# ctrlr_poll

==> ctrlr_poll/met1.png <==
Bar = 50 um.
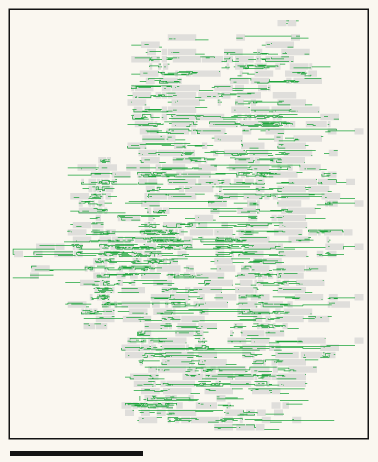

==> config.mk <==
export PLATFORM = sky130hd
export DESIGN_NAME = ctrlr_poll
export DESIGN_NICKNAME = d
export VERILOG_FILES = /design/src/rtl/ctrlr_poll.sv
export SDC_FILE = /design/constraint.sdc
export NUM_CORES = 1
export LEC_CHECK = 0
export ABC_CLOCK_PERIOD_IN_PS = 4500
export CAP_MARGIN = 5
export CORE_ASPECT_RATIO = 1.2
export CORE_UTILIZATION = 32
export DETAILED_ROUTE_END_ITERATION = 7
export SYNTH_ARGS = -nofsm -noshare
export SYNTH_HDL_FRONTEND = slang
export SYNTH_SLANG_ARGS = --single-unit
==> constraint.sdc <==
create_clock -name clk -period 4.5 [get_ports clk]
set_input_delay 0.675 -clock clk [delete_from_list [all_inputs] [get_ports clk]]
set_output_delay 0.675 -clock clk [all_outputs]
set_load 0.1 [all_outputs]
==> src/rtl/ctrlr_poll.sv <==
// ctrlr_poll: autonomous poller for four SNES-style serial gamepads.
// The pads share one latch/clock pair, and each pad drives its own data line.
// A complete 16-bit button frame is shifted into shadow registers.
// All four snapshots are then updated together on one clock, so a read never sees a torn frame.
// mem_ctrl reads a snapshot through a registered port with 1-clock latency.

module ctrlr_poll #(
    parameter int unsigned CLK_DIV     = 4,
    parameter int unsigned POLL_CYCLES = 64,
    parameter int unsigned NUM_BITS    = 16
) (
    input  logic        clk,
    input  logic        rst,
    input  logic        ctrlr_re,
    input  logic [1:0]  addr_ctrlr,
    output logic [15:0] din_ctrlrs,
    output logic        pad_latch,
    output logic        pad_clk,
    input  logic [3:0]  pad_data,
    output logic        poll_busy
);

    localparam int unsigned NumPads = 4;
    localparam int unsigned PollW   = (POLL_CYCLES > 1) ? $clog2(POLL_CYCLES) : 1;
    localparam int unsigned TickW   = $clog2(2 * CLK_DIV);
    localparam int unsigned BitW    = (NUM_BITS > 1) ? $clog2(NUM_BITS) : 1;

    localparam logic [PollW-1:0] PollLast  = PollW'(POLL_CYCLES - 1);
    localparam logic [TickW-1:0] LatchLast = TickW'(2 * CLK_DIV - 1);
    localparam logic [TickW-1:0] PhaseLast = TickW'(CLK_DIV - 1);
    localparam logic [BitW-1:0]  BitLast   = BitW'(NUM_BITS - 1);

    // Reject parameter values the bus timing cannot support.
    if (CLK_DIV < 2) begin : g_bad_clk_div
        $error("ctrlr_poll: CLK_DIV must be >= 2");
    end
    if (POLL_CYCLES < 1) begin : g_bad_poll
        $error("ctrlr_poll: POLL_CYCLES must be >= 1");
    end
    if (NUM_BITS < 1 || NUM_BITS > 16) begin : g_bad_bits
        $error("ctrlr_poll: NUM_BITS must be in 1..16");
    end

    typedef enum logic [2:0] {
        StIdle,
        StLatch,
        StClkLo,
        StClkHi,
        StCommit
    } state_e;

    state_e             state_q, state_d;
    logic [PollW-1:0]   poll_q, poll_d;
    logic [TickW-1:0]   tick_q, tick_d;
    logic [BitW-1:0]    bit_q, bit_d;
    logic [15:0]        shadow_q [NumPads];
    logic [15:0]        shadow_d [NumPads];
    logic [15:0]        snap_q [NumPads];
    logic [15:0]        snap_d [NumPads];
    logic [15:0]        din_q, din_d;
    logic               latch_q, latch_d;
    logic               pclk_q, pclk_d;
    logic               busy_q, busy_d;
    logic               sample;
    logic               commit;

    // Sequencer: idle gap, latch pulse, NUM_BITS clock pulses, then a one-clock commit.
    always_comb begin
        state_d = state_q;
        poll_d  = poll_q;
        tick_d  = tick_q;
        bit_d   = bit_q;
        sample  = 1'b0;
        commit  = 1'b0;
        case (state_q)
            StIdle: begin
                if (poll_q == PollLast) begin
                    poll_d  = '0;
                    tick_d  = '0;
                    state_d = StLatch;
                end else begin
                    poll_d = poll_q + 1'b1;
                end
            end
            StLatch: begin
                if (tick_q == LatchLast) begin
                    tick_d  = '0;
                    bit_d   = '0;
                    sample  = 1'b1;
                    state_d = StClkLo;
                end else begin
                    tick_d = tick_q + 1'b1;
                end
            end
            StClkLo: begin
                if (tick_q == PhaseLast) begin
                    tick_d  = '0;
                    state_d = StClkHi;
                end else begin
                    tick_d = tick_q + 1'b1;
                end
            end
            StClkHi: begin
                if (tick_q == PhaseLast) begin
                    tick_d = '0;
                    if (bit_q == BitLast) begin
                        state_d = StCommit;
                    end else begin
                        bit_d   = bit_q + 1'b1;
                        sample  = 1'b1;
                        state_d = StClkLo;
                    end
                end else begin
                    tick_d = tick_q + 1'b1;
                end
            end
            StCommit: begin
                commit  = 1'b1;
                state_d = StIdle;
            end
            default: begin
                state_d = StIdle;
            end
        endcase
    end

    // Each CLK_LO entry captures the bit the pads presented during the preceding phase.
    // The data lines are active-low, so the captured bit is inverted to 1 = pressed.
    always_comb begin
        for (int p = 0; p < NumPads; p++) begin
            shadow_d[p] = shadow_q[p];
            if (sample) begin
                shadow_d[p][bit_d] = ~pad_data[p];
            end
        end
    end

    // Copy all shadows into the snapshots together on the commit clock.
    always_comb begin
        for (int p = 0; p < NumPads; p++) begin
            snap_d[p] = commit ? shadow_q[p] : snap_q[p];
        end
    end

    // Registered read port. It uses the pre-commit snapshot when the read and the commit share an edge.
    always_comb begin
        din_d = din_q;
        if (ctrlr_re) begin
            din_d = snap_q[addr_ctrlr];
        end
    end

    // The pad-bus outputs are decoded from the next state and registered, so the pins never glitch.
    always_comb begin
        latch_d = (state_d == StLatch);
        pclk_d  = (state_d != StClkLo);
        busy_d  = (state_d != StIdle);
    end

    // State and data registers, with synchronous active-low reset.
    always_ff @(posedge clk) begin
        if (!rst) begin
            state_q <= StIdle;
            poll_q  <= '0;
            tick_q  <= '0;
            bit_q   <= '0;
            din_q   <= '0;
            latch_q <= 1'b0;
            pclk_q  <= 1'b1;
            busy_q  <= 1'b0;
            for (int p = 0; p < NumPads; p++) begin
                shadow_q[p] <= '0;
                snap_q[p]   <= '0;
            end
        end else begin
            state_q <= state_d;
            poll_q  <= poll_d;
            tick_q  <= tick_d;
            bit_q   <= bit_d;
            din_q   <= din_d;
            latch_q <= latch_d;
            pclk_q  <= pclk_d;
            busy_q  <= busy_d;
            for (int p = 0; p < NumPads; p++) begin
                shadow_q[p] <= shadow_d[p];
                snap_q[p]   <= snap_d[p];
            end
        end
    end

    assign din_ctrlrs = din_q;
    assign pad_latch  = latch_q;
    assign pad_clk    = pclk_q;
    assign poll_busy  = busy_q;

endmodule
# seq_restoring_divider

## src/rtl/div_pkg.sv

```systemverilog
// Shared types and sizing helpers for the sequential restoring divider.
package div_pkg;

  typedef enum logic [1:0] {
    IDLE = 2'd0,
    RUN  = 2'd1,
    DONE = 2'd2
  } state_t;

  localparam int DEF_WIDTH = 8;

  function automatic int cnt_width(input int w);
    return $clog2(w + 1);
  endfunction

  localparam int CNT_W = cnt_width(DEF_WIDTH);

endpackage

```

## src/rtl/full_adder.sv

```systemverilog
// One-bit full adder cell shared with the ripple-carry adder family.
module full_adder (
  input  logic a,
  input  logic b,
  input  logic cin,
  output logic s,
  output logic cout
);

  assign s    = a ^ b ^ cin;
  assign cout = (a & b) | (a & cin) | (b & cin);

endmodule

```

## src/rtl/ripple_subtractor.sv

```systemverilog
// Structural N-bit ripple subtractor: D = A - B, built from full adders (A + ~B + 1).
module ripple_subtractor
  import div_pkg::*;
#(
  parameter int N = DEF_WIDTH + 1
) (
  input  logic [N-1:0] a,
  input  logic [N-1:0] b,
  output logic [N-1:0] d,
  output logic         borrow
);

  logic [N:0] carry;

  assign carry[0] = 1'b1;

  for (genvar i = 0; i < N; i++) begin : g_bit
    full_adder u_fa (
      .a    (a[i]),
      .b    (~b[i]),
      .cin  (carry[i]),
      .s    (d[i]),
      .cout (carry[i+1])
    );
  end

  // A missing final carry means B was larger than A.
  assign borrow = ~carry[N];

endmodule

```

## src/rtl/seq_restoring_divider.sv

```systemverilog
// Iterative unsigned restoring divider, one quotient bit per clock, start/done handshake.
// Optional DIV_ZERO_FAST_EN: a zero divisor completes in a single cycle without entering RUN.
module seq_restoring_divider
  import div_pkg::*;
#(
  parameter int WIDTH = DEF_WIDTH
) (
  input  logic             CLK,
  input  logic             RESETn,
  input  logic             Start,
  input  logic [WIDTH-1:0] Dividend,
  input  logic [WIDTH-1:0] Divisor,
  output logic             Busy,
  output logic             Done,
  output logic [WIDTH-1:0] Quotient,
  output logic [WIDTH-1:0] Remainder,
  output logic             DivByZero
);

  localparam int CW = cnt_width(WIDTH);

  state_t           state;
  logic [CW-1:0]    count;
  logic [WIDTH-1:0] dvd_r;
  logic [WIDTH-1:0] dvs_r;
  logic [WIDTH-1:0] p_r;
  logic [WIDTH-1:0] q_sr;

  logic [WIDTH:0]   p_shift;
  logic [WIDTH:0]   t_diff;
  logic             borrow;
  logic [WIDTH-1:0] p_next;
  logic [WIDTH-1:0] q_next;
  logic             start_ok;
  logic             last_step;
  logic             unused_t_msb;

  assign start_ok  = Start && (state != RUN);
  assign last_step = (state == RUN) && (count == CW'(WIDTH - 1));

  // P' = {P, next dividend bit}; only the low WIDTH bits of P can be nonzero.
  assign p_shift = {1'b0, p_r, dvd_r[WIDTH-1]};

  ripple_subtractor #(
    .N (WIDTH + 1)
  ) u_sub (
    .a      (p_shift),
    .b      ({1'b0, dvs_r}),
    .d      (t_diff),
    .borrow (borrow)
  );

  // A successful trial subtraction leaves T below the divisor, so its top bit is zero.
  assign unused_t_msb = t_diff[WIDTH];
  assign p_next       = borrow ? p_shift[WIDTH-1:0] : t_diff[WIDTH-1:0];
  assign q_next       = {q_sr[WIDTH-2:0], ~borrow};

  // Control and result registers
  always_ff @(posedge CLK) begin
    if (!RESETn) begin
      state     <= IDLE;
      count     <= '0;
      Quotient  <= '0;
      Remainder <= '0;
      DivByZero <= 1'b0;
    end else begin
      unique case (state)
        IDLE, DONE: begin
          if (Start) begin
`ifdef DIV_ZERO_FAST_EN
            if (Divisor == '0) begin
              state     <= DONE;
              Quotient  <= '1;
              Remainder <= Dividend;
              DivByZero <= 1'b1;
            end else begin
              state <= RUN;
              count <= '0;
            end
`else
            state <= RUN;
            count <= '0;
`endif
          end else if (state == DONE) begin
            state <= IDLE;
          end
        end
        RUN: begin
          count <= count + CW'(1);
          if (last_step) begin
            state     <= DONE;
            Quotient  <= q_next;
            Remainder <= p_next;
            DivByZero <= (dvs_r == '0);
          end
        end
        default: state <= IDLE;
      endcase
    end
  end

  // Datapath: operand latch and shift registers
  always_ff @(posedge CLK) begin
    if (start_ok) begin
      dvd_r <= Dividend;
      dvs_r <= Divisor;
      p_r   <= '0;
      q_sr  <= '0;
    end else if (state == RUN) begin
      dvd_r <= {dvd_r[WIDTH-2:0], 1'b0};
      p_r   <= p_next;
      q_sr  <= q_next;
    end
  end

  assign Busy = (state == RUN);
  assign Done = (state == DONE);

endmodule

```

## config.mk

```make
export PLATFORM = sky130hd
export DESIGN_NAME = seq_restoring_divider
export DESIGN_NICKNAME = d
export VERILOG_FILES = /design/src/rtl/div_pkg.sv /design/src/rtl/full_adder.sv /design/src/rtl/ripple_subtractor.sv /design/src/rtl/seq_restoring_divider.sv
export SDC_FILE = /design/constraint.sdc
export NUM_CORES = 1
export LEC_CHECK = 0
export CAP_MARGIN = 10
export CORE_MARGIN = 3
export CORE_UTILIZATION = 30
export CTS_BUF_LIST = sky130_fd_sc_hd__clkbuf_2 sky130_fd_sc_hd__clkbuf_4 sky130_fd_sc_hd__clkbuf_8
export DETAILED_ROUTE_END_ITERATION = 8
export SYNTH_ARGS = -nofsm -noshare
export SYNTH_HDL_FRONTEND = slang
export SYNTH_SLANG_ARGS = --single-unit
```

## constraint.sdc

```tcl
create_clock -name CLK -period 6.2 [get_ports CLK]
set_input_delay 1.24 -clock CLK [delete_from_list [all_inputs] [get_ports CLK]]
set_output_delay 1.24 -clock CLK [all_outputs]
set_load 0.02 [all_outputs]
```

==> seq_restoring_divider/final_congestion.png <==
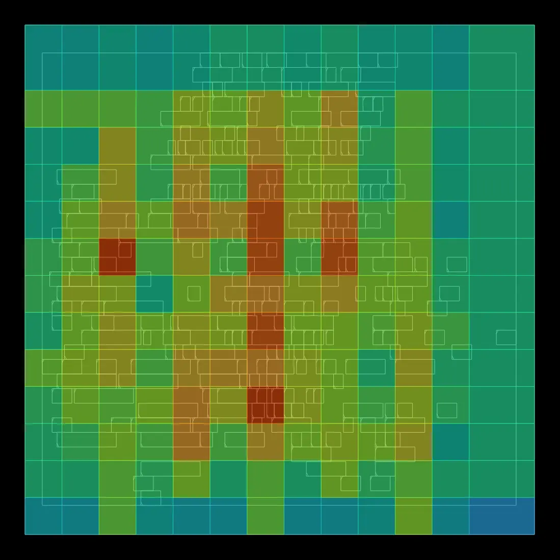
GR Layer Usage met2: 0.161
Global Route Usage Sum: 0.114

==> CHANGELOG.md, seq_restoring_divider <==
## Implementation

- Clock sink count: 54
- Destination of the critical timing path: Remainder[7]$_SDFFE_PN0P_
- TritonCTS clock tree: built
- Total power of the final layout: 838 uW
- Pin count of the biggest net entering global routing: 39
- Global routing met3 resource utilization: 0.0335
- Setup slack of the most critical reg-to-reg path: 2030 ps
- Post-place instance area: 0.00276 mm2
- Max Cap Viol: 0
- Worst-Margin Slew: 733 ps
- Worst-case setup margin in the final layout: 2030 ps
- Post-CTS Setup Repair Bufs: 0
- Number of DRC markers in iteration 0: 128
- Clk latency late pin: 310 ps
- Synth Seq Share: 0.523
- Residual DRC: 0
- Sum of negative setup slack: 0 ps
- Min-Delay Path Depth: 2
- Yosys top cell area share: 0.320
- Ratio of final minimum period to clock period: 0.672
- Setup repair after global routing missed its margin: no
- Y dimension of the die: 95.0 um
- Flip-flops with a built-in enable: 16
- Post-CTS clock slew at the launch and capture registers of the worst setup and hold paths: 100 ps
- Highest attainable clock frequency: 0.240 GHz
- Fraction of final layout cells with drive strength greater than 1: 0.0739
- Mean instance size in the synthesized netlist: 10.4 um2
- Total inserted antenna cells: 0
- Resized Gates After CTS: 0
- Final core utilization: 0.386
- Total iterations of the first detailed-routing run: 6
- Distinct lib cells used: 37
- Number of gates on the worst path with buffers counted: 12
- Signal arrival time at the worst endpoint: 4370 ps
- Fraction of met1 tracks used by global routing: 0.166
- R2R cell count: 12
- Data required time at the worst endpoint: 6400 ps
- Critical path buffer and inverter count: 1
- Status: complete, no violations
[seq_restoring_divider: registers in the layout, indices dropped and copies added, names as in the netlist]
signal     cells
Quotient       8
Remainder      8
dvd_r          8
dvs_r          8
p_r            8
q_sr           7
count          4
state          2
DivByZero      1
[seq_restoring_divider: worst min-delay path: cells and delay by family, from the launching register on]
kind             cells  cell delay (ps)
DFF                  1              330
and+or+nand+nor      2              100
[seq_restoring_divider: layout make-up]
cell class / count / area (um2) / area share
timing repair buffer: 37 / 370 / 0.129
inverter: 14 / 52.6 / 0.0183
clock inverter: 3 / 40.0 / 0.0139
multi-input combinational: 144 / 975 / 0.339
tap: 99 / 124 / 0.0431
clock buffer: 5 / 68.8 / 0.0240
sequential: 54 / 1240 / 0.432
[seq_restoring_divider: where the power goes]
group / internal, mW / leakage [nW] / switching (mW)
clock network: 0.119 / 0.0579 / 0.113
registers: 0.400 / 0.465 / 0.0238
logic: 0.0749 / 0.468 / 0.107
total: 0.593 / 0.991 / 0.244
[seq_restoring_divider: cell families after synthesis]
group / count (synthesis) / share of synthesized area
compound gates: 67 / 0.155
fa+ha+maj: 9 / 0.0695
buf+inv: 30 / 0.0669
flops: 54 / 0.523
mux: 9 / 0.0422
simple gates: 59 / 0.144
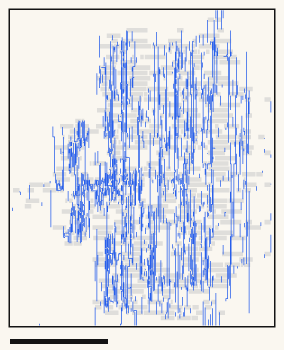
(ctrlr_poll/met2.png)
Bar = 50 um.
nets with wire on the layer: 509
main direction: vertical
share of all routed wire: 53%

Notes on ctrlr_poll/met1.png above:
wire length on this layer: 5420 um
nets with wire on the layer: 574
main direction: horizontal

==> CHANGELOG.md, ctrlr_poll <==
## Implementation

- Kind of end point of the critical path: flop
- Synth Seq Share: 0.576
- Area share of xor/xnor cells in the synthesized design: 0.00388
- Die boundary width: 135 um
- Number of cell instances after yosys synthesis: 579
- Hold/Removal Path Class: flop to flop
- Setup repair after global routing missed its margin: no
- Number of buffers inserted during clock tree synthesis: 17
- Peak fanout along the critical path: 9
- Growth of design area from synthesis to finish: 15.8%
- Total power of the final layout: 3.18 mW
- Final hold violations: 0
- Critical path buffer and inverter count: 0
- Placement Rows: 57
- Post-CTS clock slew at the launch and capture registers of the worst setup and hold paths: 60 ps
- Final Routed Wirelength: 13.0 mm
- Slew margin rel.: 0.282
- Y dimension of the die: 161 um
- Maximum count of clock buffers along a single path: 2
- Post-synth design cell area: 0.00677 mm2
- GR Layer Usage met2: 0.233
- Family of cells with the greatest summed delay on the critical path: simple AND/OR/NAND/NOR gates
- Highest attainable clock frequency: 0.368 GHz
- Final core utilization: 0.383
- Fraction of met1 tracks used by global routing: 0.140
- Wire length on met3: 438 um
- Sum of negative setup slack: 0 ps
- Routed length on met1: 5.42 mm
- Fraction of final layout cells with drive strength greater than 1: 0.108
- Final critical path time including I/O delays and setup: 2720 ps
- Status: complete, no violations
- Async set or reset register ratio after synthesis: 0
- OpenROAD warnings: 28
- Setup violators final: 0
- Total of warnings raised by yosys: 0
- Global Route Usage Sum: 0.129
- Number of global-route vias before repair: 4208
- Sum of met2 wire segment lengths after detailed routing: 6.88 mm
- Cell leakage power: 2.98 nW
ctrlr_poll: final timing paths:
check | to | cells past startpoint | startpoint
worst min register to register | shadow_q[2][10]$_SDFFE_PN0P_ | 2 | shadow_q[2][10]$_SDFFE_PN0P_
worst max-delay path | shadow_q[3][15]$_SDFFE_PN0P_ | 7 | tick_q[0]$_SDFFE_PN0P_
worst max register to register | shadow_q[3][15]$_SDFFE_PN0P_ | 7 | tick_q[0]$_SDFFE_PN0P_
worst min-delay path | shadow_q[2][10]$_SDFFE_PN0P_ | 2 | shadow_q[2][10]$_SDFFE_PN0P_
ctrlr_poll: final cells by class:
cell class	count	area, um2	area share
clock buffers	25	529	0.0675
clock inverters	7	66.3	0.00846
inverters	7	26.3	0.00335
multi-input cells	368	2690	0.343
flip-flops and latches	163	3900	0.498
well taps	265	332	0.0423
repair buffers	31	295	0.0377
ctrlr_poll: where the power goes:
| group | switching, mW | internal (mW) | total (mW) | leakage [nW] |
|---|---|---|---|---|
| logic | 0.127 | 0.0535 | 0.180 | 1.22 |
| registers | 0.0117 | 1.56 | 1.57 | 1.46 |
| clock network | 0.555 | 0.875 | 1.43 | 0.297 |
| total | 0.693 | 2.49 | 3.18 | 2.98 |


==> notes/layouts.md <==
Pictures saved along the way, in no particular order.

Met3 routing.
panel A
Bar = 50 um.
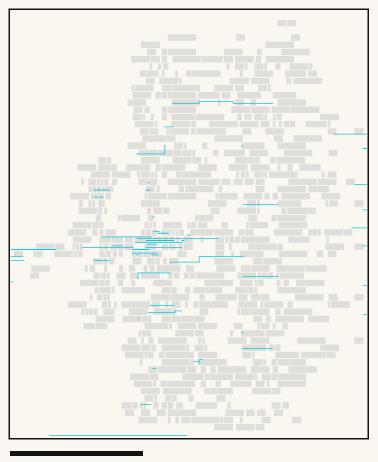
panel B
Bar = 20 um.
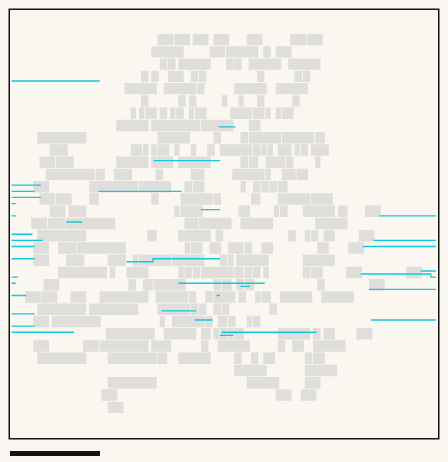
The one with the largest die is panel A.
| picture | from |
|---|---|
| panel B | seq_restoring_divider |
| panel A | ctrlr_poll |

Key to panel B:
share of all routed wire: 6.2%
nets with wire on the layer: 31
wire length on this layer: 297 um
longest straight run: 20.7 um
main direction: horizontal

No activity file was given, so power comes from the tool's default toggle rates.
